# block 1

Fig. 1: block 1, metal 3
The bar under the picture is 20 µm long.
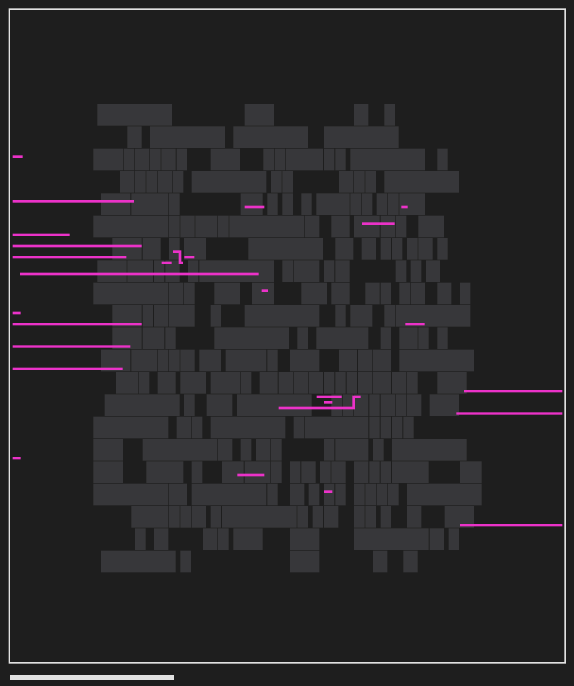

**src/rtl/tlc_call_detector.sv**
```systemverilog
// Farm-road loop conditioner: synchronizes and debounces the loop sensor, raises/withdraws call, counts vehicles, detects faults.
// Latency: presence 5 enabled edges after loop_raw is first sampled high; call 3 edges after presence (8 total).
// Backpressure: none; ena=0 stalls everything except the input synchronizer, and outputs hold their last value.
module tlc_call_detector #(
  parameter int DEBOUNCE_CYC = 4,
  parameter int MIN_PRESENCE = 3,
  parameter int STUCK_CYC    = 200,
  parameter int CNT_W        = 8
) (
  input  logic             clk,
  input  logic             rst_n,
  input  logic             ena,
  input  logic             loop_raw,
  input  logic [2:0]       farm_light,
  input  logic             clr_cnt,
  output logic             call,
  output logic             presence,
  output logic [CNT_W-1:0] veh_count,
  output logic             fault
);

  localparam int DB_W = $clog2(DEBOUNCE_CYC + 1);
  localparam int PR_W = $clog2(MIN_PRESENCE + 1);
  localparam int ST_W = $clog2(STUCK_CYC + 1);

  // Counters fire on the cycle whose increment would reach the threshold.
  localparam logic [DB_W-1:0] DB_LAST = DB_W'(DEBOUNCE_CYC - 1);
  localparam logic [PR_W-1:0] PR_LAST = PR_W'(MIN_PRESENCE - 1);
  localparam logic [ST_W-1:0] ST_LAST = ST_W'(STUCK_CYC - 1);

  localparam logic [2:0] LIGHT_RED    = 3'b100;
  localparam logic [2:0] LIGHT_YELLOW = 3'b010;
  localparam logic [2:0] LIGHT_GREEN  = 3'b001;

  typedef enum logic [2:0] {
    S_IDLE,
    S_ARMED,
    S_CALL,
    S_SERVED,
    S_FAULT
  } state_t;

  logic             r_sync1;
  logic             r_sync_q;
  logic [DB_W-1:0]  r_db_cnt;
  logic             r_presence;
  logic [CNT_W-1:0] r_veh_cnt;
  state_t           r_state;
  logic [PR_W-1:0]  r_pcnt;
  logic             r_late;
  logic [ST_W-1:0]  r_stuck;

  logic             w_mismatch;
  logic             w_db_flip;
  logic             w_rise;
  logic             w_light_bad;
  logic             w_stuck_hit;
  logic             w_entering_served;
  state_t           w_state_nxt;
  logic [PR_W-1:0]  w_pcnt_nxt;
  logic             w_late_nxt;
  logic [ST_W-1:0]  w_stuck_nxt;
  logic             w_call;
  logic             w_fault;

  // Two-flop synchronizer on the asynchronous loop input; runs even when ena=0.
  always_ff @(posedge clk or negedge rst_n) begin
    if (!rst_n) begin
      r_sync1  <= 1'b0;
      r_sync_q <= 1'b0;
    end else begin
      r_sync1  <= loop_raw;
      r_sync_q <= r_sync1;
    end
  end

  // Debounce decode: a flip needs DEBOUNCE_CYC consecutive disagreeing samples.
  always_comb begin
    w_mismatch = (r_sync_q != r_presence);
    w_db_flip  = w_mismatch && (r_db_cnt >= DB_LAST);
    w_rise     = w_db_flip && !r_presence;
  end

  // Debounce counter and the debounced presence flag.
  always_ff @(posedge clk or negedge rst_n) begin
    if (!rst_n) begin
      r_db_cnt   <= '0;
      r_presence <= 1'b0;
    end else if (ena) begin
      if (!w_mismatch) begin
        r_db_cnt <= '0;
      end else if (w_db_flip) begin
        r_db_cnt   <= '0;
        r_presence <= ~r_presence;
      end else begin
        r_db_cnt <= r_db_cnt + DB_W'(1);
      end
    end
  end

  // Saturating vehicle counter; a clear beats a coincident rising edge.
  always_ff @(posedge clk or negedge rst_n) begin
    if (!rst_n) begin
      r_veh_cnt <= '0;
    end else if (ena) begin
      if (clr_cnt) begin
        r_veh_cnt <= '0;
      end else if (w_rise && (r_veh_cnt != {CNT_W{1'b1}})) begin
        r_veh_cnt <= r_veh_cnt + CNT_W'(1);
      end
    end
  end

  // Fault conditions; the light is only meaningful when ena qualifies it at the register.
  always_comb begin
    w_light_bad = !((farm_light == LIGHT_RED) ||
                    (farm_light == LIGHT_YELLOW) ||
                    (farm_light == LIGHT_GREEN));
    w_stuck_hit = r_presence && (r_state != S_SERVED) && (r_state != S_FAULT) &&
                  (r_stuck >= ST_LAST);
  end

  // Next-state and output decode; fault entry overrides any normal transition.
  always_comb begin
    w_state_nxt = r_state;
    w_pcnt_nxt  = r_pcnt;
    w_late_nxt  = r_late;
    w_call      = 1'b0;
    w_fault     = 1'b0;
    case (r_state)
      S_IDLE: begin
        if (r_presence) begin
          w_state_nxt = S_ARMED;
          w_pcnt_nxt  = PR_W'(1);
        end
      end
      S_ARMED: begin
        if (!r_presence) begin
          w_state_nxt = S_IDLE;
        end else if (r_pcnt >= PR_LAST) begin
          w_state_nxt = S_CALL;
        end else begin
          w_pcnt_nxt = r_pcnt + PR_W'(1);
        end
      end
      S_CALL: begin
        // Held regardless of presence: the vehicle may have rolled past the loop.
        w_call = 1'b1;
        if (farm_light == LIGHT_GREEN) begin
          w_state_nxt = S_SERVED;
        end
      end
      S_SERVED: begin
        // A car arriving on yellow would otherwise be stranded at red.
        if (w_rise && (farm_light == LIGHT_YELLOW)) begin
          w_late_nxt = 1'b1;
        end
        if (farm_light == LIGHT_RED) begin
          w_state_nxt = (r_late || r_presence) ? S_CALL : S_IDLE;
          w_late_nxt  = 1'b0;
        end
      end
      S_FAULT: begin
        // Fail-safe recall: keep requesting service until reset.
        w_call  = 1'b1;
        w_fault = 1'b1;
      end
      default: begin
        w_state_nxt = S_IDLE;
      end
    endcase
    if ((r_state != S_FAULT) && (w_light_bad || w_stuck_hit)) begin
      w_state_nxt = S_FAULT;
    end
  end

  // Stuck-sensor run length: presence outside SERVED, reset by absence or on being served.
  always_comb begin
    w_entering_served = (w_state_nxt == S_SERVED) && (r_state != S_SERVED);
    w_stuck_nxt       = r_stuck;
    if (!r_presence || w_entering_served) begin
      w_stuck_nxt = '0;
    end else if ((r_state != S_SERVED) && (r_state != S_FAULT) && (r_stuck < ST_LAST)) begin
      w_stuck_nxt = r_stuck + ST_W'(1);
    end
  end

  // State register and the FSM-owned counters.
  always_ff @(posedge clk or negedge rst_n) begin
    if (!rst_n) begin
      r_state <= S_IDLE;
      r_pcnt  <= '0;
      r_late  <= 1'b0;
      r_stuck <= '0;
    end else if (ena) begin
      r_state <= w_state_nxt;
      r_pcnt  <= w_pcnt_nxt;
      r_late  <= w_late_nxt;
      r_stuck <= w_stuck_nxt;
    end
  end

  // Outputs decode directly from reset-cleared state, so reset drops call immediately.
  always_comb begin
    call      = w_call;
    fault     = w_fault;
    presence  = r_presence;
    veh_count = r_veh_cnt;
  end

endmodule
```
**config.mk**
```make
export PLATFORM = sky130hd
export DESIGN_NAME = tlc_call_detector
export DESIGN_NICKNAME = d
export VERILOG_FILES = /design/src/rtl/tlc_call_detector.sv
export SDC_FILE = /design/constraint.sdc
export NUM_CORES = 1
export LEC_CHECK = 0
export ABC_AREA = 1
export CORE_ASPECT_RATIO = 1.25
export CORE_MARGIN = 10
export CORE_UTILIZATION = 60
export DETAILED_ROUTE_END_ITERATION = 16
export PLACE_DENSITY = 0.81
export SYNTH_ARGS = -nofsm -noshare
export SYNTH_HDL_FRONTEND = slang
export SYNTH_SLANG_ARGS = --single-unit
```
**constraint.sdc**
```tcl
create_clock -name clk -period 2.9 [get_ports clk]
set_clock_uncertainty 0.15 [all_clocks]
set_input_delay 0.58 -clock clk [delete_from_list [all_inputs] [get_ports clk]]
set_output_delay 0.58 -clock clk [all_outputs]
set_load 0.03 [all_outputs]
```
# block 2

### src/rtl/booth_sequencer.sv
// Control FSM for the radix-2 Booth multiplier datapath: load, add/subtract, arithmetic shift.
// With SKIP_EN=1, runs of identical multiplier bits become a single multi-bit shift.
module booth_sequencer #(
  parameter int WIDTH   = 8,
  parameter bit SKIP_EN = 1'b0
) (
  input  logic             clk,
  input  logic             rst,
  input  logic             start,
  input  logic [WIDTH-1:0] q_bits,
  output logic             load,
  output logic             sum_or_diff,
  output logic             shift,
  output logic [3:0]       shmnt,
  output logic             busy,
  output logic             done
);

  localparam int CNT_W = $clog2(WIDTH + 1);

  typedef enum logic [2:0] {
    IDLE  = 3'd0,
    LOAD  = 3'd1,
    EVAL  = 3'd2,
    SHIFT = 3'd3,
    DONE  = 3'd4
  } state_t;

  state_t           state, state_d;
  logic [CNT_W-1:0] remaining, remaining_d;
  logic [CNT_W-1:0] shamt_r, shamt_d;
  logic             lsb_m, lsb_d;

  // Length of the run of bits equal to lsb starting at q[0], confined to q[rem-1:0];
  // bits above rem already hold product bits and must not extend the run.
  function automatic logic [CNT_W-1:0] run_len(
    input logic [WIDTH-1:0] q,
    input logic             lsb,
    input logic [CNT_W-1:0] rem
  );
    logic [CNT_W-1:0] n;
    logic             run;
    n   = '0;
    run = 1'b1;
    for (int i = 0; i < WIDTH; i++) begin
      if (run && (CNT_W'(i) < rem) && (q[i] == lsb)) begin
        n = n + 1'b1;
      end else begin
        run = 1'b0;
      end
    end
    return n;
  endfunction

  // q[n-1]: the bit that becomes the Booth LSB after a shift by n.
  function automatic logic bit_at(
    input logic [WIDTH-1:0] q,
    input logic [CNT_W-1:0] n
  );
    logic b;
    b = 1'b0;
    for (int i = 0; i < WIDTH; i++) begin
      if (CNT_W'(i + 1) == n) begin
        b = q[i];
      end
    end
    return b;
  endfunction

  always_ff @(posedge clk) begin
    if (rst) begin
      state     <= IDLE;
      remaining <= '0;
      shamt_r   <= '0;
      lsb_m     <= 1'b0;
    end else begin
      state     <= state_d;
      remaining <= remaining_d;
      shamt_r   <= shamt_d;
      lsb_m     <= lsb_d;
    end
  end

  always_comb begin
    state_d     = state;
    remaining_d = remaining;
    shamt_d     = shamt_r;
    lsb_d       = lsb_m;
    case (state)
      IDLE: begin
        if (start) begin
          state_d = LOAD;
        end
      end
      LOAD: begin
        remaining_d = CNT_W'(WIDTH);
        lsb_d       = 1'b0;
        state_d     = EVAL;
      end
      EVAL: begin
        if (!SKIP_EN || (q_bits[0] != lsb_m)) begin
          shamt_d = CNT_W'(1);
        end else begin
          shamt_d = run_len(q_bits, lsb_m, remaining);
        end
        state_d = SHIFT;
      end
      SHIFT: begin
        // q_bits still shows the pre-shift register during this cycle.
        lsb_d       = bit_at(q_bits, shamt_r);
        remaining_d = remaining - shamt_r;
        state_d     = (remaining == shamt_r) ? DONE : EVAL;
      end
      DONE: begin
        state_d = IDLE;
      end
      default: begin
        state_d = IDLE;
      end
    endcase
  end

  always_comb begin
    load        = 1'b0;
    sum_or_diff = 1'b0;
    shift       = 1'b0;
    shmnt       = 4'd0;
    busy        = 1'b0;
    done        = 1'b0;
    case (state)
      LOAD: begin
        load = 1'b1;
        busy = 1'b1;
      end
      EVAL: begin
        busy        = 1'b1;
        sum_or_diff = !SKIP_EN || (q_bits[0] != lsb_m);
      end
      SHIFT: begin
        busy  = 1'b1;
        shift = 1'b1;
        shmnt = 4'(shamt_r);
      end
      DONE: begin
        done = 1'b1;
      end
      default: begin
        busy = 1'b0;
      end
    endcase
  end

  a_shift_bounded: assert property (@(posedge clk) disable iff (rst)
    (state == SHIFT) |-> ((shamt_r != '0) && (shamt_r <= remaining)));

  a_strobes_exclusive: assert property (@(posedge clk) disable iff (rst)
    $onehot0({load, sum_or_diff, shift}));

endmodule

### config.mk
export PLATFORM = sky130hd
export DESIGN_NAME = booth_sequencer
export DESIGN_NICKNAME = d
export VERILOG_FILES = /design/src/rtl/booth_sequencer.sv
export SDC_FILE = /design/constraint.sdc
export NUM_CORES = 1
export LEC_CHECK = 0
export ABC_CLOCK_PERIOD_IN_PS = 1850
export CORE_AREA = 4 4 41 43
export CTS_CLUSTER_SIZE = 24
export DETAILED_ROUTE_END_ITERATION = 12
export DIE_AREA = 0 0 45 47
export PLACE_DENSITY_LB_ADDON = 0.08
export SLEW_MARGIN = 20
export SYNTH_ARGS = -nofsm -noshare
export SYNTH_HDL_FRONTEND = slang
export SYNTH_SLANG_ARGS = --single-unit
### constraint.sdc
create_clock -name clk -period 1.85 [get_ports clk]
set_input_delay 0.2775 -clock clk [delete_from_list [all_inputs] [get_ports clk]]
set_output_delay 0.2775 -clock clk [all_outputs]
set_load 0.005 [all_outputs]

==> gallery <==
Routed clock nets over the placement.
image #1
The bar under the picture is 10 µm long.
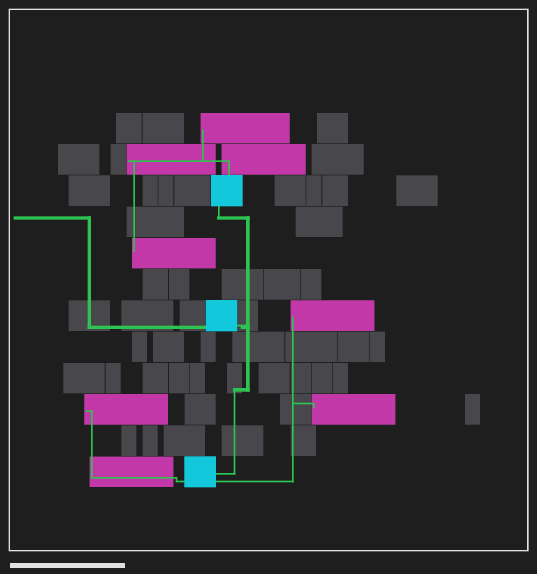
image #2
The bar under the picture is 20 µm long.
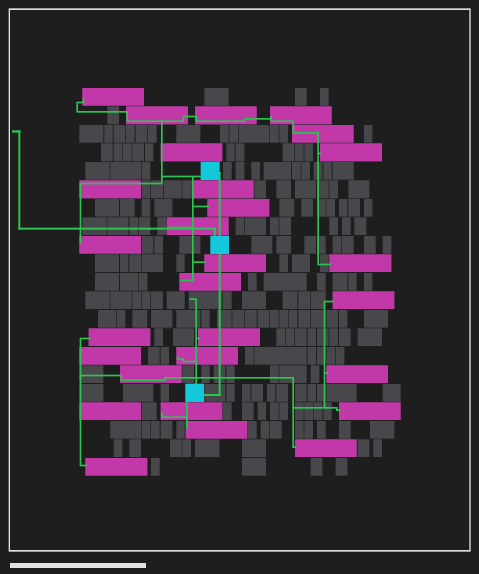
- largest die: image #2
- most sequential cells: image #2
- image #2 = block 1
- image #1 = block 2

Key to image #1:
cyan -> clock drivers  # count 3
green -> clock wires  # length 124 µm
magenta -> flip-flops  # count 8
routed clock nets = 4

Fig. 2: block 2, routed metal, one color a layer
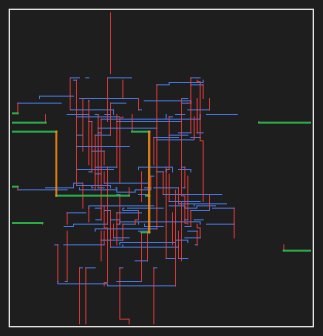
red -> metal 2  # wire length 428 µm
green -> metal 3  # wire length 43.2 µm
orange -> metal 4  # wire length 24.5 µm
blue -> metal 1  # wire length 381 µm

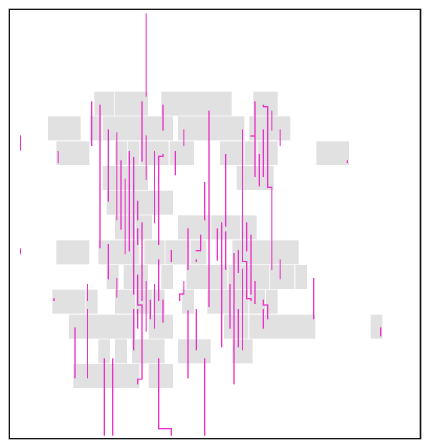
Fig. 3. M2 wires (block 2).
wire length on this layer = 428 µm
longest straight run = 21.4 µm
main direction = vertical

==> summary.txt, block 2 <==
TritonRoute pass-1 iters: 4
pins over their slew limit: 0
Hold Vio Cnt, Final: 0
status: completed
Yosys top cell area share: 0.373
max-cap check violation count: 0
Clock Path Buffers: 2
post-synth area from yosys stat: 429 µm²
vias: 364
MUX area fraction: 0
Max stage delay on crit path: 0.50 ns
core area: 1300 µm²
GRT Util Overall: 0.108
OpenROAD warning count: 35
largest net degree at the start of global routing: 9
post-layout util: 0.430
Buffers excl. clock: 11
die width: 45 µm
# Cells Yosys: 50
Worst Path Max Fanout: 8
Pwr per Cell Area: 732 nW/µm²
top cell category: multi-input combinational cells
Startpoint Class: register
cells after synthesis: 50
Tcrit/Tclk final: 0.955
block 2: layer usage:
metal	wire (µm)	global-route usage
met1	381	0.117
met2	427	0.175
met3	43	0.0230
met4	24	0.105
met5	0	0
block 2: registers in the layout, summed over array words and instances, names as in the netlist:
name and cells:
shamt_r 1, state 3, remaining 4
block 2: power by group:
part	total [mW]	switching, mW	internal (mW)
Clock	0.132	0.0581	0.0741
Combinational	0.0816	0.0347	0.0469
Sequential	0.196	0.0127	0.183
block 2: how the worst min path moves through the flow:
stage	start	endpoint	slack, ns	depth (start not counted)
after floorplan	remaining[0]$_SDFFE_PP0P_	remaining[0]$_SDFFE_PP0P_	0.43	2
after global placement	remaining[0]$_SDFFE_PP0P_	remaining[0]$_SDFFE_PP0P_	0.44	2
after detailed placement	remaining[0]$_SDFFE_PP0P_	remaining[0]$_SDFFE_PP0P_	0.46	2
after CTS	remaining[0]$_SDFFE_PP0P_	remaining[0]$_SDFFE_PP0P_	0.46	2
after global routing	remaining[0]$_SDFFE_PP0P_	remaining[0]$_SDFFE_PP0P_	0.50	2
final	remaining[0]$_SDFFE_PP0P_	remaining[0]$_SDFFE_PP0P_	0.46	2
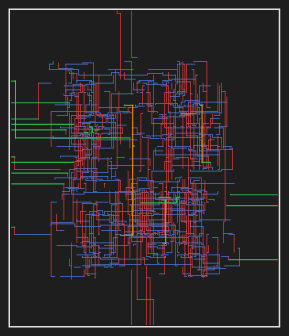
Fig. 4. Routed metal, one color a layer (block 1).
orange -> metal 4  # wire length 72.1 µm
red -> metal 2  # wire length 1830 µm
green -> metal 3  # wire length 191 µm
blue -> metal 1  # wire length 1440 µm

## Picture notes: Fig. 1
wire length on this layer = 191 µm
share of all routed wire = 5.4%
nets with wire on the layer = 22

==> summary.txt, block 1 <==
Detail Route Antenna Nets: 0
Hold WC Path Type: reg2reg
clk sink count: 28
hold depth: 0
Fin Setup TNS: 0 ns
Hold Vio Cnt, Final: 0
Most used DFF post-synth: dfrtp_1
crit path DRT: 2.17 ns
placed cell area: 1890 µm²
combinational share of cell area: 0.437
Worst Path Max Fanout: 10
crit path cell chain: nor2_2 > nand2_2 > o21ai_0 > clkdlybuf4s50_1
GRT Util Overall: 0.145
Post-synth seq share: 0.414
VDD IR-drop max: 0.000388 V
Crit. Startpoint: r_state[0]$_DFFE_PN0P_
MUX area fraction: 0
Fmax achieved: 0.382 GHz
Setup violations, final: 0
WL met1: 1440 µm
number of global-route vias before repair: 1551
RSZ-0062 raised after global routing: false
buffer share of cell area: 0.101
Min-Delay Startpoint: r_sync1$_DFF_PN0_
Seq area share: 0.364
# Cells Yosys: 217
fp util: 0.626
buffers added on ports: 18
worst-case hold path end point: r_sync_q$_DFF_PN0_
max-cap check violation count: 0
worst r2r dst: veh_count[0]$_DFFE_PN0P_
status: completed
kind of critical path: reg2out
antenna violations before repair: 0
nets: 250
Reg2Reg Depth: 12
mean routed wirelength per cell: 13.1 µm
Met3 Wirelength: 190 µm
R2R Setup Slk: 0.87 ns
vias per cell: 5.53
fa+ha+maj area frac: 0.0369
Yosys top cell by instances: nand2_1
CTS tree: yes
Slowest-stage cell, CP: clkdlybuf4s50_1
-- block 1: placed cells by master (no fill, tap or decap), types with 3 or more instances in the layout --
| cell | netlist | routed |
|---|---|---|
| nand2_1 | 54 | 54 |
| inv_1 | 29 | 29 |
| dfrtp_1 | 28 | 28 |
| nand3_1 | 20 | 20 |
| nor2_1 | 18 | 18 |
| clkdlybuf4s50_1 | 0 | 18 |
| o21ai_0 | 16 | 16 |
| xor2_1 | 7 | 7 |
| o31ai_1 | 5 | 5 |
| ha_1 | 5 | 5 |
| nand2_2 | 4 | 4 |
| nor3_1 | 4 | 4 |
| xnor2_1 | 4 | 4 |
| a21oi_1 | 4 | 4 |
| nor2_2 | 3 | 3 |
| clkbuf_4 | 0 | 3 |
-- block 1: report_power, final --
| group | switching (mW) | total [mW] | internal, mW | leakage (nW) |
|---|---|---|---|---|
| registers | 0.0605 | 0.494 | 0.433 | 0.362 |
| clock network | 0.118 | 0.195 | 0.0770 | 0.0210 |
| logic | 0.165 | 0.270 | 0.105 | 0.513 |
| total | 0.344 | 0.958 | 0.615 | 0.896 |

# block 3

Fig. 5: block 3, congestion heat map
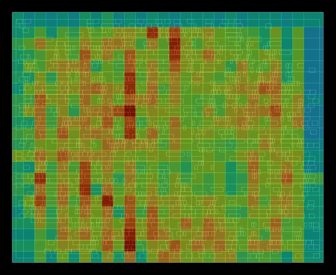

[src/rtl/mem_check_initiator.sv]
// -----------------------------------------------------------------------------
// mem_check_initiator
//
// Built-in self-check master for a single-port synchronous memory (write
// enable / address / write data, registered read data with one cycle of
// latency). When started, it writes a seed-derived pattern over an inclusive
// address range. It then reads the same range back and compares every word.
// At the end it reports pass/fail, a saturating mismatch count and the
// address of the first mismatch.
//
// Pattern: expected(a) = seed ^ zero_extend(a), computed at DATA_W bits.
//
// Optional build macro MEM_CHECK_INV_PASS_EN:
//   defined   - after the first write/read pass, a second pass runs with the
//               inverted pattern ~expected(a). Errors from both passes
//               accumulate into the same counter and first-error address.
//   undefined - a single pass only.
//
// Ports:
//   clk_i            in   clock, rising edge
//   srst_i           in   synchronous active-high reset
//   start_i          in   start pulse, only honoured while idle
//   start_addr_i     in   first address of the range (latched at start)
//   end_addr_i       in   last address of the range, inclusive (latched)
//   seed_i           in   pattern seed (latched at start)
//   mem_we_o         out  memory write enable (registered)
//   mem_addr_o       out  memory address (registered)
//   mem_wdata_o      out  memory write data (registered)
//   mem_rdata_i      in   memory read data, one cycle after address sample
//   busy_o           out  high while a check is in progress
//   done_o           out  one-cycle completion pulse
//   pass_o           out  1 = last run had no mismatches (held until start)
//   err_count_o      out  mismatch count of the last run, saturating
//   first_err_addr_o out  address of the first mismatch, 0 if none
// -----------------------------------------------------------------------------
module mem_check_initiator #(
    parameter int ADDR_W = 16,
    parameter int DATA_W = 32,
    parameter int ERR_W  = 16
) (
    input  logic              clk_i,
    input  logic              srst_i,
    input  logic              start_i,
    input  logic [ADDR_W-1:0] start_addr_i,
    input  logic [ADDR_W-1:0] end_addr_i,
    input  logic [DATA_W-1:0] seed_i,
    output logic              mem_we_o,
    output logic [ADDR_W-1:0] mem_addr_o,
    output logic [DATA_W-1:0] mem_wdata_o,
    input  logic [DATA_W-1:0] mem_rdata_i,
    output logic              busy_o,
    output logic              done_o,
    output logic              pass_o,
    output logic [ERR_W-1:0]  err_count_o,
    output logic [ADDR_W-1:0] first_err_addr_o
);

    localparam logic [2:0] S_IDLE  = 3'd0;
    localparam logic [2:0] S_WRITE = 3'd1;
    localparam logic [2:0] S_READ  = 3'd2;
    localparam logic [2:0] S_DRAIN = 3'd3;
    localparam logic [2:0] S_DONE  = 3'd4;

    logic [2:0]        state;

    // Run configuration, captured when a start is accepted.
    logic [ADDR_W-1:0] start_q;
    logic [ADDR_W-1:0] end_q;
    logic [DATA_W-1:0] seed_q;

    // Compare stage: expected word and address of the read issued last cycle.
    logic              vld_p1;
    logic [ADDR_W-1:0] cmp_addr_p1;
    logic [DATA_W-1:0] cmp_exp_p1;

    logic              first_err_seen;
    logic              cur_inv;
    logic [ADDR_W-1:0] addr_inc;
    logic              mismatch;
    logic [ERR_W-1:0]  err_next;
    logic              accept;

    // Pattern generator. inv selects the inverted pattern of the second pass.
    function automatic logic [DATA_W-1:0] pattern(
        input logic [DATA_W-1:0] seed,
        input logic [ADDR_W-1:0] addr,
        input logic              inv
    );
        logic [DATA_W-1:0] p;
        p = seed ^ DATA_W'(addr);
        return inv ? ~p : p;
    endfunction

    // Saturating increment of the error counter.
    function automatic logic [ERR_W-1:0] sat_inc(input logic [ERR_W-1:0] c);
        return (&c) ? c : c + ERR_W'(1);
    endfunction

`ifdef MEM_CHECK_INV_PASS_EN
    logic inv_q;
    assign cur_inv = inv_q;
`else
    assign cur_inv = 1'b0;
`endif

    assign accept   = (state == S_IDLE) && start_i;
    assign addr_inc = mem_addr_o + ADDR_W'(1);
    assign mismatch = vld_p1 && (mem_rdata_i != cmp_exp_p1);
    assign err_next = mismatch ? sat_inc(err_count_o) : err_count_o;

    // ---- stage p0: configuration latch and read-issue capture ----
    // Data-only registers. They are not reset because they are always written
    // before use: the configuration is latched at start, and the compare
    // payload is qualified by vld_p1.
    always_ff @(posedge clk_i) begin
        if (accept) begin
            start_q <= start_addr_i;
            end_q   <= end_addr_i;
            seed_q  <= seed_i;
        end
        if (state == S_READ) begin
            cmp_addr_p1 <= mem_addr_o;
            cmp_exp_p1  <= pattern(seed_q, mem_addr_o, cur_inv);
        end
    end

    // ---- stage p1: control FSM, memory drive and result compare ----
    always_ff @(posedge clk_i) begin
        if (srst_i) begin
            state            <= S_IDLE;
            vld_p1           <= 1'b0;
            first_err_seen   <= 1'b0;
            mem_we_o         <= 1'b0;
            mem_addr_o       <= '0;
            mem_wdata_o      <= '0;
            busy_o           <= 1'b0;
            done_o           <= 1'b0;
            pass_o           <= 1'b0;
            err_count_o      <= '0;
            first_err_addr_o <= '0;
`ifdef MEM_CHECK_INV_PASS_EN
            inv_q            <= 1'b0;
`endif
        end else begin
            vld_p1 <= 1'b0;
            done_o <= 1'b0;

            // Compare the word returned for the previous read. This is done
            // in READ and in the DRAIN cycle that follows the last read.
            if (mismatch) begin
                err_count_o <= err_next;
                if (!first_err_seen) begin
                    first_err_seen   <= 1'b1;
                    first_err_addr_o <= cmp_addr_p1;
                end
            end

            case (state)
                S_IDLE: begin
                    if (start_i) begin
                        err_count_o      <= '0;
                        first_err_addr_o <= '0;
                        first_err_seen   <= 1'b0;
                        pass_o           <= 1'b0;
                        busy_o           <= 1'b1;
                        if (end_addr_i < start_addr_i) begin
                            // Empty range: skip all memory traffic. DRAIN
                            // makes no compare (vld_p1 is clear) and
                            // finishes one cycle later.
                            state <= S_DRAIN;
`ifdef MEM_CHECK_INV_PASS_EN
                            inv_q <= 1'b1;
`endif
                        end else begin
                            state       <= S_WRITE;
                            mem_we_o    <= 1'b1;
                            mem_addr_o  <= start_addr_i;
                            mem_wdata_o <= pattern(seed_i, start_addr_i, 1'b0);
`ifdef MEM_CHECK_INV_PASS_EN
                            inv_q       <= 1'b0;
`endif
                        end
                    end
                end

                S_WRITE: begin
                    // Terminate by equality with end, so an end of all-ones
                    // never needs the counter to wrap.
                    if (mem_addr_o == end_q) begin
                        state      <= S_READ;
                        mem_we_o   <= 1'b0;
                        mem_addr_o <= start_q;
                    end else begin
                        mem_addr_o  <= addr_inc;
                        mem_wdata_o <= pattern(seed_q, addr_inc, cur_inv);
                    end
                end

                S_READ: begin
                    vld_p1 <= 1'b1;
                    if (mem_addr_o == end_q) begin
                        state <= S_DRAIN;
                    end else begin
                        mem_addr_o <= addr_inc;
                    end
                end

                S_DRAIN: begin
`ifdef MEM_CHECK_INV_PASS_EN
                    if (!inv_q) begin
                        // Start the inverted-pattern pass right after the
                        // final compare of the first pass.
                        inv_q       <= 1'b1;
                        state       <= S_WRITE;
                        mem_we_o    <= 1'b1;
                        mem_addr_o  <= start_q;
                        mem_wdata_o <= pattern(seed_q, start_q, 1'b1);
                    end else begin
                        state  <= S_DONE;
                        busy_o <= 1'b0;
                        done_o <= 1'b1;
                        pass_o <= (err_next == '0);
                    end
`else
                    // err_next includes the compare made in this cycle.
                    state  <= S_DONE;
                    busy_o <= 1'b0;
                    done_o <= 1'b1;
                    pass_o <= (err_next == '0);
`endif
                end

                S_DONE: begin
                    state <= S_IDLE;
                end

                default: begin
                    state    <= S_IDLE;
                    mem_we_o <= 1'b0;
                    busy_o   <= 1'b0;
                end
            endcase
        end
    end

endmodule

[config.mk]
export PLATFORM = sky130hd
export DESIGN_NAME = mem_check_initiator
export DESIGN_NICKNAME = d
export VERILOG_FILES = /design/src/rtl/mem_check_initiator.sv
export SDC_FILE = /design/constraint.sdc
export NUM_CORES = 1
export LEC_CHECK = 0
export ABC_AREA = 1
export CELL_PAD_IN_SITES_DETAIL_PLACEMENT = 0
export CELL_PAD_IN_SITES_GLOBAL_PLACEMENT = 2
export CORE_ASPECT_RATIO = 0.8
export CORE_MARGIN = 2
export CORE_UTILIZATION = 34
export DETAILED_ROUTE_END_ITERATION = 10
export PLACE_DENSITY = 0.82
export RECOVER_POWER = 50
export SLEW_MARGIN = 20
export SYNTH_ARGS = -nofsm -noshare
export SYNTH_HDL_FRONTEND = slang
export SYNTH_SLANG_ARGS = --single-unit
[constraint.sdc]
create_clock -name clk_i -period 8.1 [get_ports clk_i]
set_input_delay 2.025 -clock clk_i [delete_from_list [all_inputs] [get_ports clk_i]]
set_output_delay 2.025 -clock clk_i [all_outputs]
set_load 0.01 [all_outputs]
# block 4

### src/rtl/instr_fetch_unit.sv
// Instruction fetch front-end: one outstanding word fetch on the IF port,
// results buffered in a prefetch FIFO that decode drains via valid/ready.
module instr_fetch_unit #(
  parameter logic [31:0] RESET_PC   = 32'h0000_0000,
  parameter int unsigned FIFO_DEPTH = 4
) (
  input  logic        clk,
  input  logic        rst_n,
  output logic [31:0] if_addr,
  output logic        if_req,
  input  logic [31:0] if_data,
  input  logic        if_ready,
  input  logic        if_error,
  input  logic        redirect_valid,
  input  logic [31:0] redirect_pc,
  output logic        inst_valid,
  output logic [31:0] inst_data,
  output logic [31:0] inst_pc,
  output logic        inst_fault,
  input  logic        inst_ready
);

  localparam int unsigned PTR_W = $clog2(FIFO_DEPTH);
  localparam int unsigned CNT_W = PTR_W + 1;
  localparam logic [CNT_W-1:0] DEPTH_C = CNT_W'(FIFO_DEPTH);

  typedef enum logic {ST_IDLE, ST_REQ} state_t;

  state_t           state, state_next;
  logic [31:0]      pc, pending_pc, target;
  logic             discard, halted;
  logic [PTR_W-1:0] wr_ptr, rd_ptr;
  logic [CNT_W-1:0] count;
  logic             resp, push, pop, in_req;

  logic [31:0] data_mem  [FIFO_DEPTH];
  logic [31:0] pc_mem    [FIFO_DEPTH];
  logic        fault_mem [FIFO_DEPTH];

  assign resp   = if_ready | if_error;
  assign in_req = (state == ST_REQ);
  assign target = redirect_pc & 32'hFFFF_FFFC;
  // A redirect drops any response arriving with it and overrides a pop.
  assign push   = in_req & resp & ~discard & ~redirect_valid;
  assign pop    = inst_valid & inst_ready & ~redirect_valid;

  assign if_req  = in_req & ~resp;
  assign if_addr = pc;

  assign inst_valid = (count != '0);
  assign inst_data  = inst_valid ? data_mem[rd_ptr]  : '0;
  assign inst_pc    = inst_valid ? pc_mem[rd_ptr]    : '0;
  assign inst_fault = inst_valid ? fault_mem[rd_ptr] : 1'b0;

  always_comb begin
    state_next = state;
    case (state)
      ST_IDLE: if (!redirect_valid && (count < DEPTH_C) && !halted) state_next = ST_REQ;
      ST_REQ:  if (resp) state_next = ST_IDLE;
      default: state_next = ST_IDLE;
    endcase
  end

  always_ff @(posedge clk or negedge rst_n) begin
    if (!rst_n) begin
      state      <= ST_IDLE;
      pc         <= RESET_PC;
      pending_pc <= '0;
      discard    <= 1'b0;
      halted     <= 1'b0;
      wr_ptr     <= '0;
      rd_ptr     <= '0;
      count      <= '0;
    end else begin
      state <= state_next;
      if (redirect_valid) begin
        wr_ptr <= '0;
        rd_ptr <= '0;
        count  <= '0;
        halted <= 1'b0;
        // if_addr is frozen while a request is pending; park the target instead.
        if (in_req && !resp) begin
          discard    <= 1'b1;
          pending_pc <= target;
        end else begin
          discard <= 1'b0;
          pc      <= target;
        end
      end else begin
        if (in_req && resp && discard) begin
          discard <= 1'b0;
          pc      <= pending_pc;
        end
        if (push) begin
          wr_ptr <= wr_ptr + PTR_W'(1);
          if (if_error) halted <= 1'b1;
          else          pc     <= pc + 32'd4;
        end
        if (pop) rd_ptr <= rd_ptr + PTR_W'(1);
        if (push && !pop)      count <= count + CNT_W'(1);
        else if (!push && pop) count <= count - CNT_W'(1);
      end
    end
  end

  always_ff @(posedge clk) begin
    if (push) begin
      data_mem[wr_ptr]  <= if_error ? '0 : if_data;
      pc_mem[wr_ptr]    <= pc;
      fault_mem[wr_ptr] <= if_error;
    end
  end

endmodule

### config.mk
export PLATFORM = sky130hd
export DESIGN_NAME = instr_fetch_unit
export DESIGN_NICKNAME = d
export VERILOG_FILES = /design/src/rtl/instr_fetch_unit.sv
export SDC_FILE = /design/constraint.sdc
export NUM_CORES = 1
export LEC_CHECK = 0
export CORE_UTILIZATION = 30
export DETAILED_ROUTE_END_ITERATION = 12
export PLACE_DENSITY = 0.47
export SLEW_MARGIN = 20
export SYNTH_ARGS = -nofsm -noshare
export SYNTH_HDL_FRONTEND = slang
export SYNTH_SLANG_ARGS = --single-unit
### constraint.sdc
create_clock -name clk -period 2.9 [get_ports clk]
set_clock_uncertainty 0.15 [all_clocks]
set_input_delay 0.725 -clock clk [delete_from_list [all_inputs] [get_ports clk]]
set_output_delay 0.725 -clock clk [all_outputs]
set_load 0.02 [all_outputs]
# block 5

<file path="src/rtl/sample_packer_pkg.sv">
// Shared types and configuration helpers for the sample packer.
// No logic; pure elaboration-time definitions.
package sample_packer_pkg;

    localparam int SAMPLE_W_DEF         = 16;
    localparam int CHUNK_W_DEF          = 128;
    localparam int INSTRUMENT_COUNT_DEF = 8;
    localparam int ADDR_W_DEF           = 24;

    typedef enum logic {
        FILL = 1'b0,
        DONE = 1'b1
    } state_t;

    function automatic int lanes(input int sample_w, input int chunk_w);
        return chunk_w / sample_w;
    endfunction

    function automatic bit cfg_ok(input int sample_w, input int chunk_w);
        if (sample_w <= 0)
            return 1'b0;
        return ((chunk_w % sample_w) == 0) && (lanes(sample_w, chunk_w) >= 2);
    endfunction

endpackage

</file>
<file path="src/rtl/sample_packer_offsets.sv">
// Purpose: instrument/chunk counters, DRAM offset table, load-complete FSM, sticky overflow.
// Latency: table entry and valid flag update on the same edge as the chunk load.
// Backpressure: none; reacts only to strobes qualified by the packer datapath.
module sample_packer_offsets
    import sample_packer_pkg::*;
#(
    parameter int INSTRUMENT_COUNT = INSTRUMENT_COUNT_DEF,
    parameter int ADDR_W           = ADDR_W_DEF
) (
    input  logic                                  clk,
    input  logic                                  rst_n,
    input  logic                                  chunk_load,
    input  logic                                  chunk_last,
    input  logic                                  sample_drop,
    output logic                                  done,
    output logic [INSTRUMENT_COUNT:0][ADDR_W-1:0] addr_offsets,
    output logic                                  addr_offsets_valid,
    output logic                                  overflow
);

    localparam int                INST_W    = (INSTRUMENT_COUNT > 1) ? $clog2(INSTRUMENT_COUNT) : 1;
    localparam logic [INST_W-1:0] LAST_INST = INST_W'(INSTRUMENT_COUNT - 1);
    localparam logic [ADDR_W-1:0] CNT_MAX   = '1;

    state_t                                  state_q, state_d;
    logic [INST_W-1:0]                       inst_q;
    logic [ADDR_W-1:0]                       chunk_cnt_q;
    logic [ADDR_W-1:0]                       chunk_cnt_inc;
    logic                                    cnt_sat;
    logic [INSTRUMENT_COUNT-1:0][ADDR_W-1:0] off_tbl_q;

    assign cnt_sat       = (chunk_cnt_q == CNT_MAX);
    assign chunk_cnt_inc = cnt_sat ? CNT_MAX : chunk_cnt_q + 1'b1;

    always_comb begin
        state_d = state_q;
        if (state_q == FILL && chunk_load && chunk_last && inst_q == LAST_INST)
            state_d = DONE;
    end

    always_ff @(posedge clk or negedge rst_n) begin
        if (!rst_n)
            state_q <= FILL;
        else
            state_q <= state_d;
    end

    // off_tbl_q[k] holds offset of instrument k+1; entry 0 is the constant base
    always_ff @(posedge clk or negedge rst_n) begin
        if (!rst_n) begin
            inst_q      <= '0;
            chunk_cnt_q <= '0;
            off_tbl_q   <= '0;
            overflow    <= 1'b0;
        end else begin
            if (chunk_load) begin
                chunk_cnt_q <= chunk_cnt_inc;
                if (cnt_sat)
                    overflow <= 1'b1;
                if (chunk_last && state_q == FILL) begin
                    off_tbl_q[inst_q] <= chunk_cnt_inc;
                    inst_q            <= inst_q + 1'b1;
                end
            end
            if (sample_drop)
                overflow <= 1'b1;
        end
    end

    assign done               = (state_q == DONE);
    assign addr_offsets_valid = done;
    assign addr_offsets       = {off_tbl_q, {ADDR_W{1'b0}}};

endmodule

</file>
<file path="src/rtl/sample_packer.sv">
// Purpose: pack SAMPLE_W samples into zero-padded CHUNK_W words; SAMPLE_PACKER_MSB_FIRST_EN puts the first sample in the top lane.
// Latency: chunk appears on m_tvalid one cycle after its completing sample is accepted.
// Backpressure: s_tready = !m_tvalid || m_tready while filling; always ready (dropping) once all instruments are loaded.
module sample_packer
    import sample_packer_pkg::*;
#(
    parameter int SAMPLE_W         = SAMPLE_W_DEF,
    parameter int CHUNK_W          = CHUNK_W_DEF,
    parameter int INSTRUMENT_COUNT = INSTRUMENT_COUNT_DEF,
    parameter int ADDR_W           = ADDR_W_DEF
) (
    input  logic                                  clk,
    input  logic                                  rst_n,
    input  logic                                  s_tvalid,
    output logic                                  s_tready,
    input  logic [SAMPLE_W-1:0]                   s_tdata,
    input  logic                                  s_tlast,
    output logic                                  m_tvalid,
    input  logic                                  m_tready,
    output logic [CHUNK_W-1:0]                    m_tdata,
    output logic                                  m_tlast,
    output logic [INSTRUMENT_COUNT:0][ADDR_W-1:0] addr_offsets,
    output logic                                  addr_offsets_valid,
    output logic                                  overflow
);

    localparam int                LANES     = lanes(SAMPLE_W, CHUNK_W);
    localparam int                LANE_W    = (LANES > 1) ? $clog2(LANES) : 1;
    localparam logic [LANE_W-1:0] LAST_LANE = LANE_W'(LANES - 1);

    if (!cfg_ok(SAMPLE_W, CHUNK_W)) begin : g_cfg_check
        $error("sample_packer: CHUNK_W must be a multiple of SAMPLE_W with at least two lanes");
    end

    logic [LANE_W-1:0]  lane_q;
    logic [CHUNK_W-1:0] acc_q;
    logic [CHUNK_W-1:0] acc_next;
    logic               accept;
    logic               chunk_load;
    logic               sample_drop;
    logic               done;

    assign s_tready    = done || !m_tvalid || m_tready;
    assign accept      = s_tvalid && s_tready;
    assign chunk_load  = accept && !done && (s_tlast || lane_q == LAST_LANE);
    assign sample_drop = accept && done;

    // Unfilled lanes stay zero because the accumulator clears on every load
    always_comb begin
        acc_next = acc_q;
`ifdef SAMPLE_PACKER_MSB_FIRST_EN
        acc_next[CHUNK_W - 1 - int'(lane_q) * SAMPLE_W -: SAMPLE_W] = s_tdata;
`else
        acc_next[int'(lane_q) * SAMPLE_W +: SAMPLE_W] = s_tdata;
`endif
    end

    always_ff @(posedge clk or negedge rst_n) begin
        if (!rst_n) begin
            lane_q <= '0;
            acc_q  <= '0;
        end else if (accept && !done) begin
            if (chunk_load) begin
                lane_q <= '0;
                acc_q  <= '0;
            end else begin
                lane_q <= lane_q + 1'b1;
                acc_q  <= acc_next;
            end
        end
    end

    always_ff @(posedge clk or negedge rst_n) begin
        if (!rst_n) begin
            m_tvalid <= 1'b0;
            m_tdata  <= '0;
            m_tlast  <= 1'b0;
        end else if (chunk_load) begin
            m_tvalid <= 1'b1;
            m_tdata  <= acc_next;
            m_tlast  <= s_tlast;
        end else if (m_tready) begin
            m_tvalid <= 1'b0;
        end
    end

    sample_packer_offsets #(
        .INSTRUMENT_COUNT (INSTRUMENT_COUNT),
        .ADDR_W           (ADDR_W)
    ) u_offsets (
        .clk                (clk),
        .rst_n              (rst_n),
        .chunk_load         (chunk_load),
        .chunk_last         (s_tlast),
        .sample_drop        (sample_drop),
        .done               (done),
        .addr_offsets       (addr_offsets),
        .addr_offsets_valid (addr_offsets_valid),
        .overflow           (overflow)
    );

endmodule

</file>
<file path="config.mk">
export PLATFORM = sky130hd
export DESIGN_NAME = sample_packer
export DESIGN_NICKNAME = d
export VERILOG_FILES = /design/src/rtl/sample_packer_pkg.sv /design/src/rtl/sample_packer_offsets.sv /design/src/rtl/sample_packer.sv
export SDC_FILE = /design/constraint.sdc
export NUM_CORES = 1
export LEC_CHECK = 0
export CORE_MARGIN = 2
export CORE_UTILIZATION = 57
export DETAILED_ROUTE_END_ITERATION = 7
export PLACE_DENSITY_LB_ADDON = 0.2
export SYNTH_ARGS = -nofsm -noshare
export SYNTH_HDL_FRONTEND = slang
export SYNTH_SLANG_ARGS = --single-unit
</file>
<file path="constraint.sdc">
create_clock -name clk -period 6.91 [get_ports clk]
set_clock_uncertainty 0.05 [all_clocks]
set_input_delay 1.382 -clock clk [delete_from_list [all_inputs] [get_ports clk]]
set_output_delay 1.382 -clock clk [all_outputs]
set_load 0.01 [all_outputs]
</file>

==> gallery <==
M2 wires.
picture 1
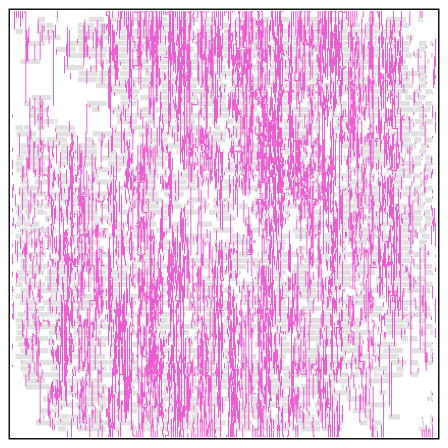
picture 2
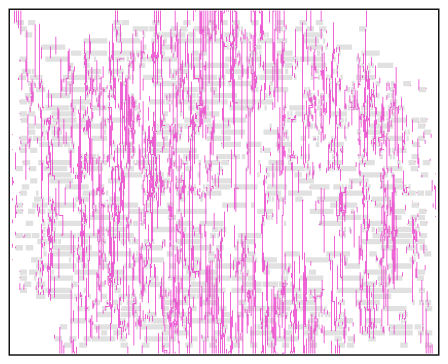
picture 3
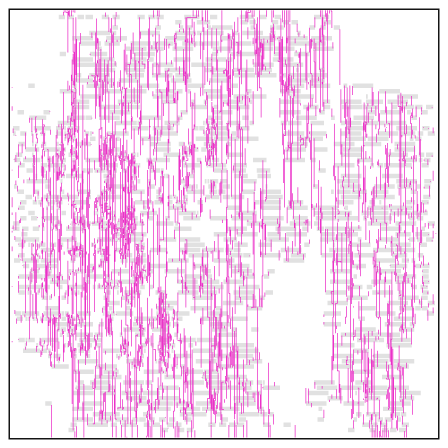
- block 3 = picture 2
- block 5 = picture 1
- block 4 = picture 3

Key to picture 2:
share of all routed wire = 45%
main direction = vertical
nets with wire on the layer = 1025
wire length on this layer = 12100 µm
longest straight run = 81.6 µm

Fig. 6: block 3, routed clock nets over the placement
The bar under the picture is 50 µm long.
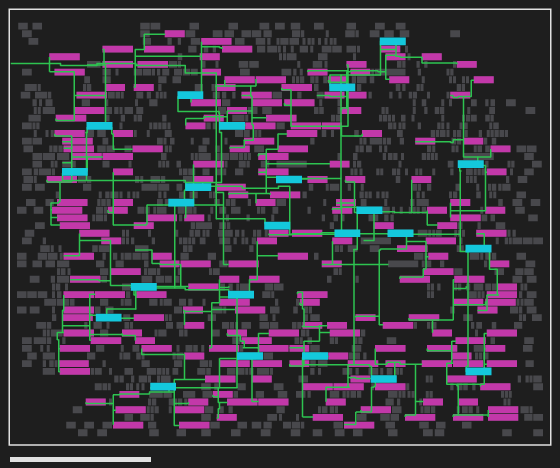
magenta -> flip-flops  # count 201
cyan -> clock drivers  # count 23
green -> clock wires  # length 2810 µm
routed clock nets = 24
flops lie = spread over the die

## Picture notes: Fig. 5
most used routing layer: met2
routing usage on met1: 0.264
mean routed wirelength per cell: 16.8 µm

==> summary.txt, block 3 <==
status: finished with violations
clk_skew: 0.00799 ns
yosys warning tally: 0
nets: 1327
clk sink count: 201
Final clock-cell share: 0.0659
largest net degree at the start of global routing: 65
CTS clk-pin slew, worst paths: 0.06 ns
Post-CTS Hold Fix Bufs: 0
Hold WC Path Type: reg2reg
non-clock inverter count: 121
Tcrit/Tclk final: 0.753
buffers added on ports: 182
Mapped Avg Cell Area: 9.23 µm²
Combinational Gates: 676
Setup violations, final: 0
Startpoint Class: input port
Hold Vio Cnt, Final: 0
register area: 5140 µm²
Flops after synth: 201
VDD IR-drop max: 0.000166 V
failing checks: capacitance limit, slew limit
Top Ports: 183
DP Wirelength: 19300 µm
flip-flops with a built-in enable: 112
Die Height: 154 µm
Top cell excl fill/tap: nand2_1
max-cap check violation count: 3
Post-Syn Area: 9550 µm²
crit path cell chain: dlygate4sd3_1 > clkbuf_1 > inv_1 > nand2_2 > inv_1 > o21ai_1 > a21oi_1
Nets at Floorplan: 1151
GRT Util Overall: 0.182
Worst Tran Pin Value: 3.85 ns
buffer share of cell area: 0.149
fp util: 0.348
pins over their slew limit: 149
die width: 191 µm
==> block 3: sequential cells by signal (all words and copies together) (netlist names), 3 cells and up <==
register / flops
mem_wdata_o: 32
state: 3
seed_q: 32
cmp_addr_p1: 16
start_q: 16
mem_addr_o: 16
cmp_exp_p1: 32
first_err_addr_o: 16
end_q: 16
err_count_o: 16
==> block 3: routing by layer <==
metal / share of wire / GRT usage
met1: 0.49 / 0.264
met5: 0 / 0
met2: 0.45 / 0.287
met3: 0.047 / 0.0262
met4: 0.016 / 0.0381
==> block 3: worst register-to-register path, cell delays in order, from the launching register on <==
cell      delay, ns
dfxtp_1        0.35
nor2_1         0.15
inv_1          0.10
nor2_2         0.23
inv_1          0.07
nor2_1         0.19
clkbuf_1       2.73
==> block 3: cells by family after synthesis <==
kind of cell    after synthesis  share of synthesized area
simple gates                387                      0.175
flops                       201                      0.539
compound gates              178                      0.109
buf+inv                     158                     0.0688
xor+xnor                     94                     0.0862
fa+ha+maj                    17                     0.0223
==> block 3: power by group <==
part	internal [mW]	leakage, nW	switching [mW]
clock network	0.715	0.404	0.413
logic	0.567	2.60	0.770
registers	1.45	1.78	0.236
total	2.73	4.78	1.42
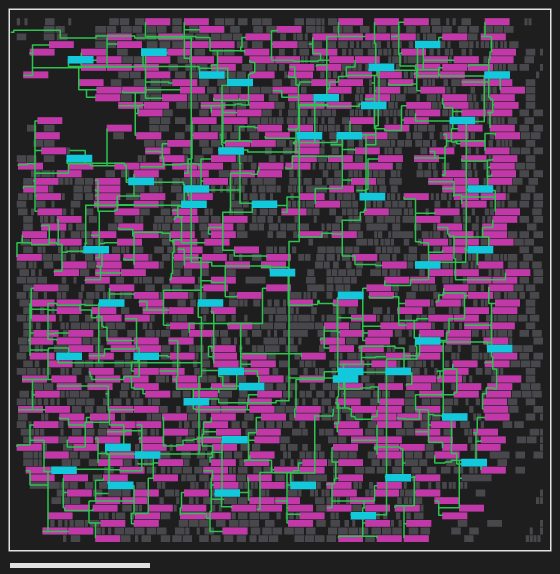
Fig. 7. Routed clock nets over the placement (block 5).
The bar under the picture is 50 µm long.
cyan -> clock drivers  # count 48
magenta -> flip-flops  # count 482
green -> clock wires  # length 5410 µm
flops lie = spread over the die
routed clock nets = 49

==> summary.txt, block 5 <==
Worst Path Max Fanout: 19
Yosys top cell by instances: dfrtp_1
mean routed wirelength per cell: 21.9 µm
Min-Delay Startpoint: m_tdata[53]$_DFFE_PN0N_
crit path DRT: 7.36 ns
Fmax achieved: 0.217 GHz
Crit. End Element: register
clk sink count: 482
Area Overhead vs Synth: 25.3%
max FFs per register: 192
die width: 193 µm
vias: 15.5k
Worst Setup EP: acc_q[19]$_DFFE_PN0P_
Pwr per Cell Area: 383 nW/µm²
setup bufs post-CTS: 0
top sig layer: met4
buffers added on ports: 345
status: completed
routing usage on met1: 0.416
Met3 Wirelength: 4380 µm
leakage: 10.9 nW
MUX area fraction: 0.0986
Fin Setup TNS: 0 ns
die area: 37300 µm²
Tcrit/Tclk final: 0.668
hold depth: 2
register area: 12100 µm²
root buffer cell: clkbuf_16
top cells by count: 482 x dfrtp_1, 191 x nand2_1, 142 x o21ai_0, 129 x mux2i_1, 128 x a22o_1
share of layout cells above drive strength 1: 0.0900
core area: 35400 µm²
most frequent CP cell: nor2b_1
vias per cell: 6.04
row cnt: 69
first-pass GRT wire length: 88700 µm
worst r2r dst: acc_q[64]$_DFFE_PN0P_
pins over their slew limit: 0
nets: 2096
Synth area leader: dfrtp_1
-- block 5: stage by stage --
step / hold slack (ns) / power (mW) / std cells / setup slack, ns / util
after global placement: 0.412 / 7.08 / 2478 / 2.05 / 0.678
final: 0.425 / 9.79 / 2562 / 2.30 / 0.723
after global routing: 0.456 / 10.3 / 2562 / 2.06 / 0.723
after floorplan: 0.415 / 5.48 / 1821 / 3.83 / -
after CTS: 0.432 / 9.80 / 2562 / 2.46 / 0.723
after detailed placement: 0.419 / 7.19 / 2478 / 1.91 / 0.678
-- block 5: layout make-up --
type / instances / area share
Inverter: 7 / 0.00103
Multi-Input combinational cell: 1162 / 0.300
Clock buffer: 74 / 0.0563
Tap cell: 461 / 0.0225
Timing Repair Buffer: 366 / 0.143
Clock inverter: 10 / 0.00528
Sequential cell: 482 / 0.472
-- block 5: power breakdown --
part | switching [mW] | internal (mW)
sequential | 0.506 | 3.49
combinational | 1.62 | 1.56
clock | 1.07 | 1.54
-- block 5: critical path, delay by kind of cell --
kind                   cells  cell delay (ns)
AOI/OAI and AO/OA          1             0.30
buffers and inverters      1             0.50
and+or+nand+nor            3             2.87
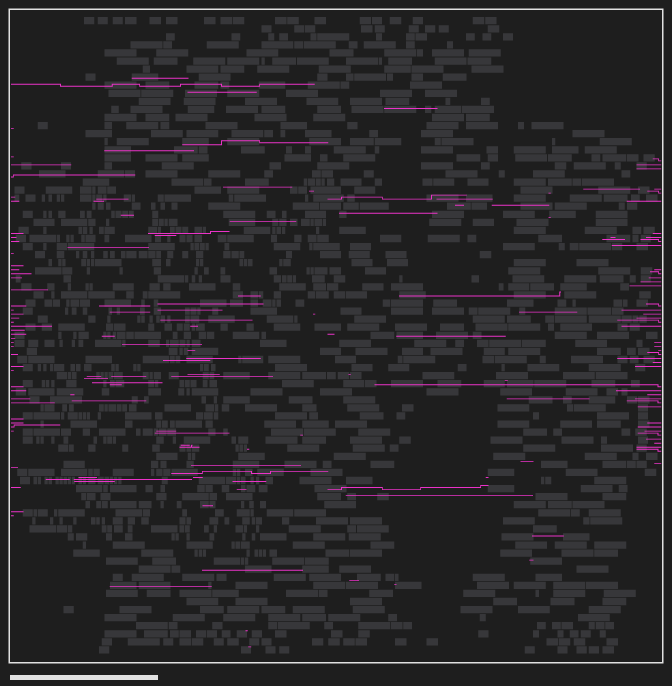
Fig. 8. Metal 3 (block 4).
The bar under the picture is 50 µm long.
wire length on this layer = 2020 µm
longest straight run = 95.5 µm
main direction = horizontal

==> summary.txt, block 4 <==
GRT Util Overall: 0.161
Worst Tran Pin Value: 0.488 ns
final worst slack: -0.151 ns
Post-Syn Area: 14200 µm²
Critical Path AT: 2.18 ns
die width: 220 µm
Fmax achieved: 0.328 GHz
Top cell excl fill/tap: edfxtp_1
status: finished with violations
Top Ports: 169
nets: 1302
TritonRoute pass-1 iters: 9
post-layout util: 0.411
failing checks: DRC, setup timing
Filler cells: 4317
Area Overhead vs Synth: 34.7%
Setup violations, final: 50
Crit path depth: 6
DRC errors left: 22
initial drt markers: 648
root buffer cell: clkbuf_16
Top pwr grp: combinational logic
clk pwr: 4.78 mW
Clock Path Buffers: 3
Top cells by area: edfxtp_1 55%, dfrtp_1 13%, mux4_2 10%
CTS Buf Count: 39
Top Layout Cells: 260 x edfxtp_1, 130 x nand2_1, 97 x clkdlybuf4s50_1
die area: 48300 µm²
clock power share: 0.271
yosys warning tally: 0
Crit. End Element: output port
Hold Vio Cnt, Final: 0
DP Cell Count: 1780
RSZ-0062 raised after global routing: true
R2R Setup Slk: 0.59 ns
CTS H-Tree Depth: 2
Nets at Floorplan: 1045
max-cap check violation count: 0
## block 4: kinds of logic after synthesis
logic type | share of synthesized area
and+or+nand+nor | 0.119
DFF | 0.675
AOI/OAI and AO/OA | 0.0587
muxes | 0.115
buffers and inverters | 0.0199
xor gates and xnor gates | 0.00677
adders and majority gates | 0.00580
## block 4: what timing repair did
action,4_1_cts,5_1_grt
cloned,4,0
buffers inserted,13,0
resized,482,5
endpoints found under the setup margin,67,67
pin swaps,53,1
hold buffers,1,0
hold endpoints to repair,16,0
## block 4: layout make-up
type	count	area (µm²)	share of cell area
Clock buffer	48	1060	0.0554
Clock inverter	20	171	0.00894
Inverter	9	33.8	0.00176
Multi-Input combinational cell	569	4530	0.236
Sequential cell	332	9620	0.501
Tap cell	607	759	0.0396
Timing Repair Buffer	275	3000	0.156
## block 4: flip-flops by register name, indices dropped and copies added (netlist names)
name        cells
discard         1
wr_ptr          2
rd_ptr          2
in_req          1
fault_mem       4
data_mem      128
count           3
halted          1
if_addr        32
pc_mem        128
pending_pc     30
## block 4: metal layers
metal,vias to the layer above,routed length [µm],track usage
met4,0,659,0.0430
met5,-,0,0
met2,226,17600,0.252
met3,41,2020,0.0345
met1,4477,17500,0.224
li1,4160,-,-


==> layout pictures side by side <==
Routed metal, one color a layer.
shot_01.png
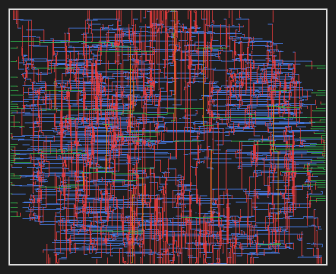
shot_02.png
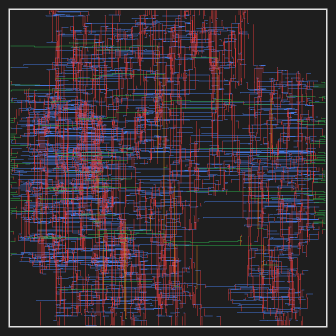
shot_03.png
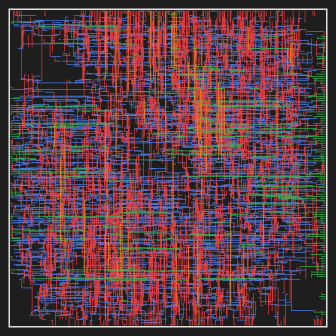
shot_03.png -> block 5
shot_01.png -> block 3
shot_02.png -> block 4

Power is estimated from default activity; no workload was simulated.
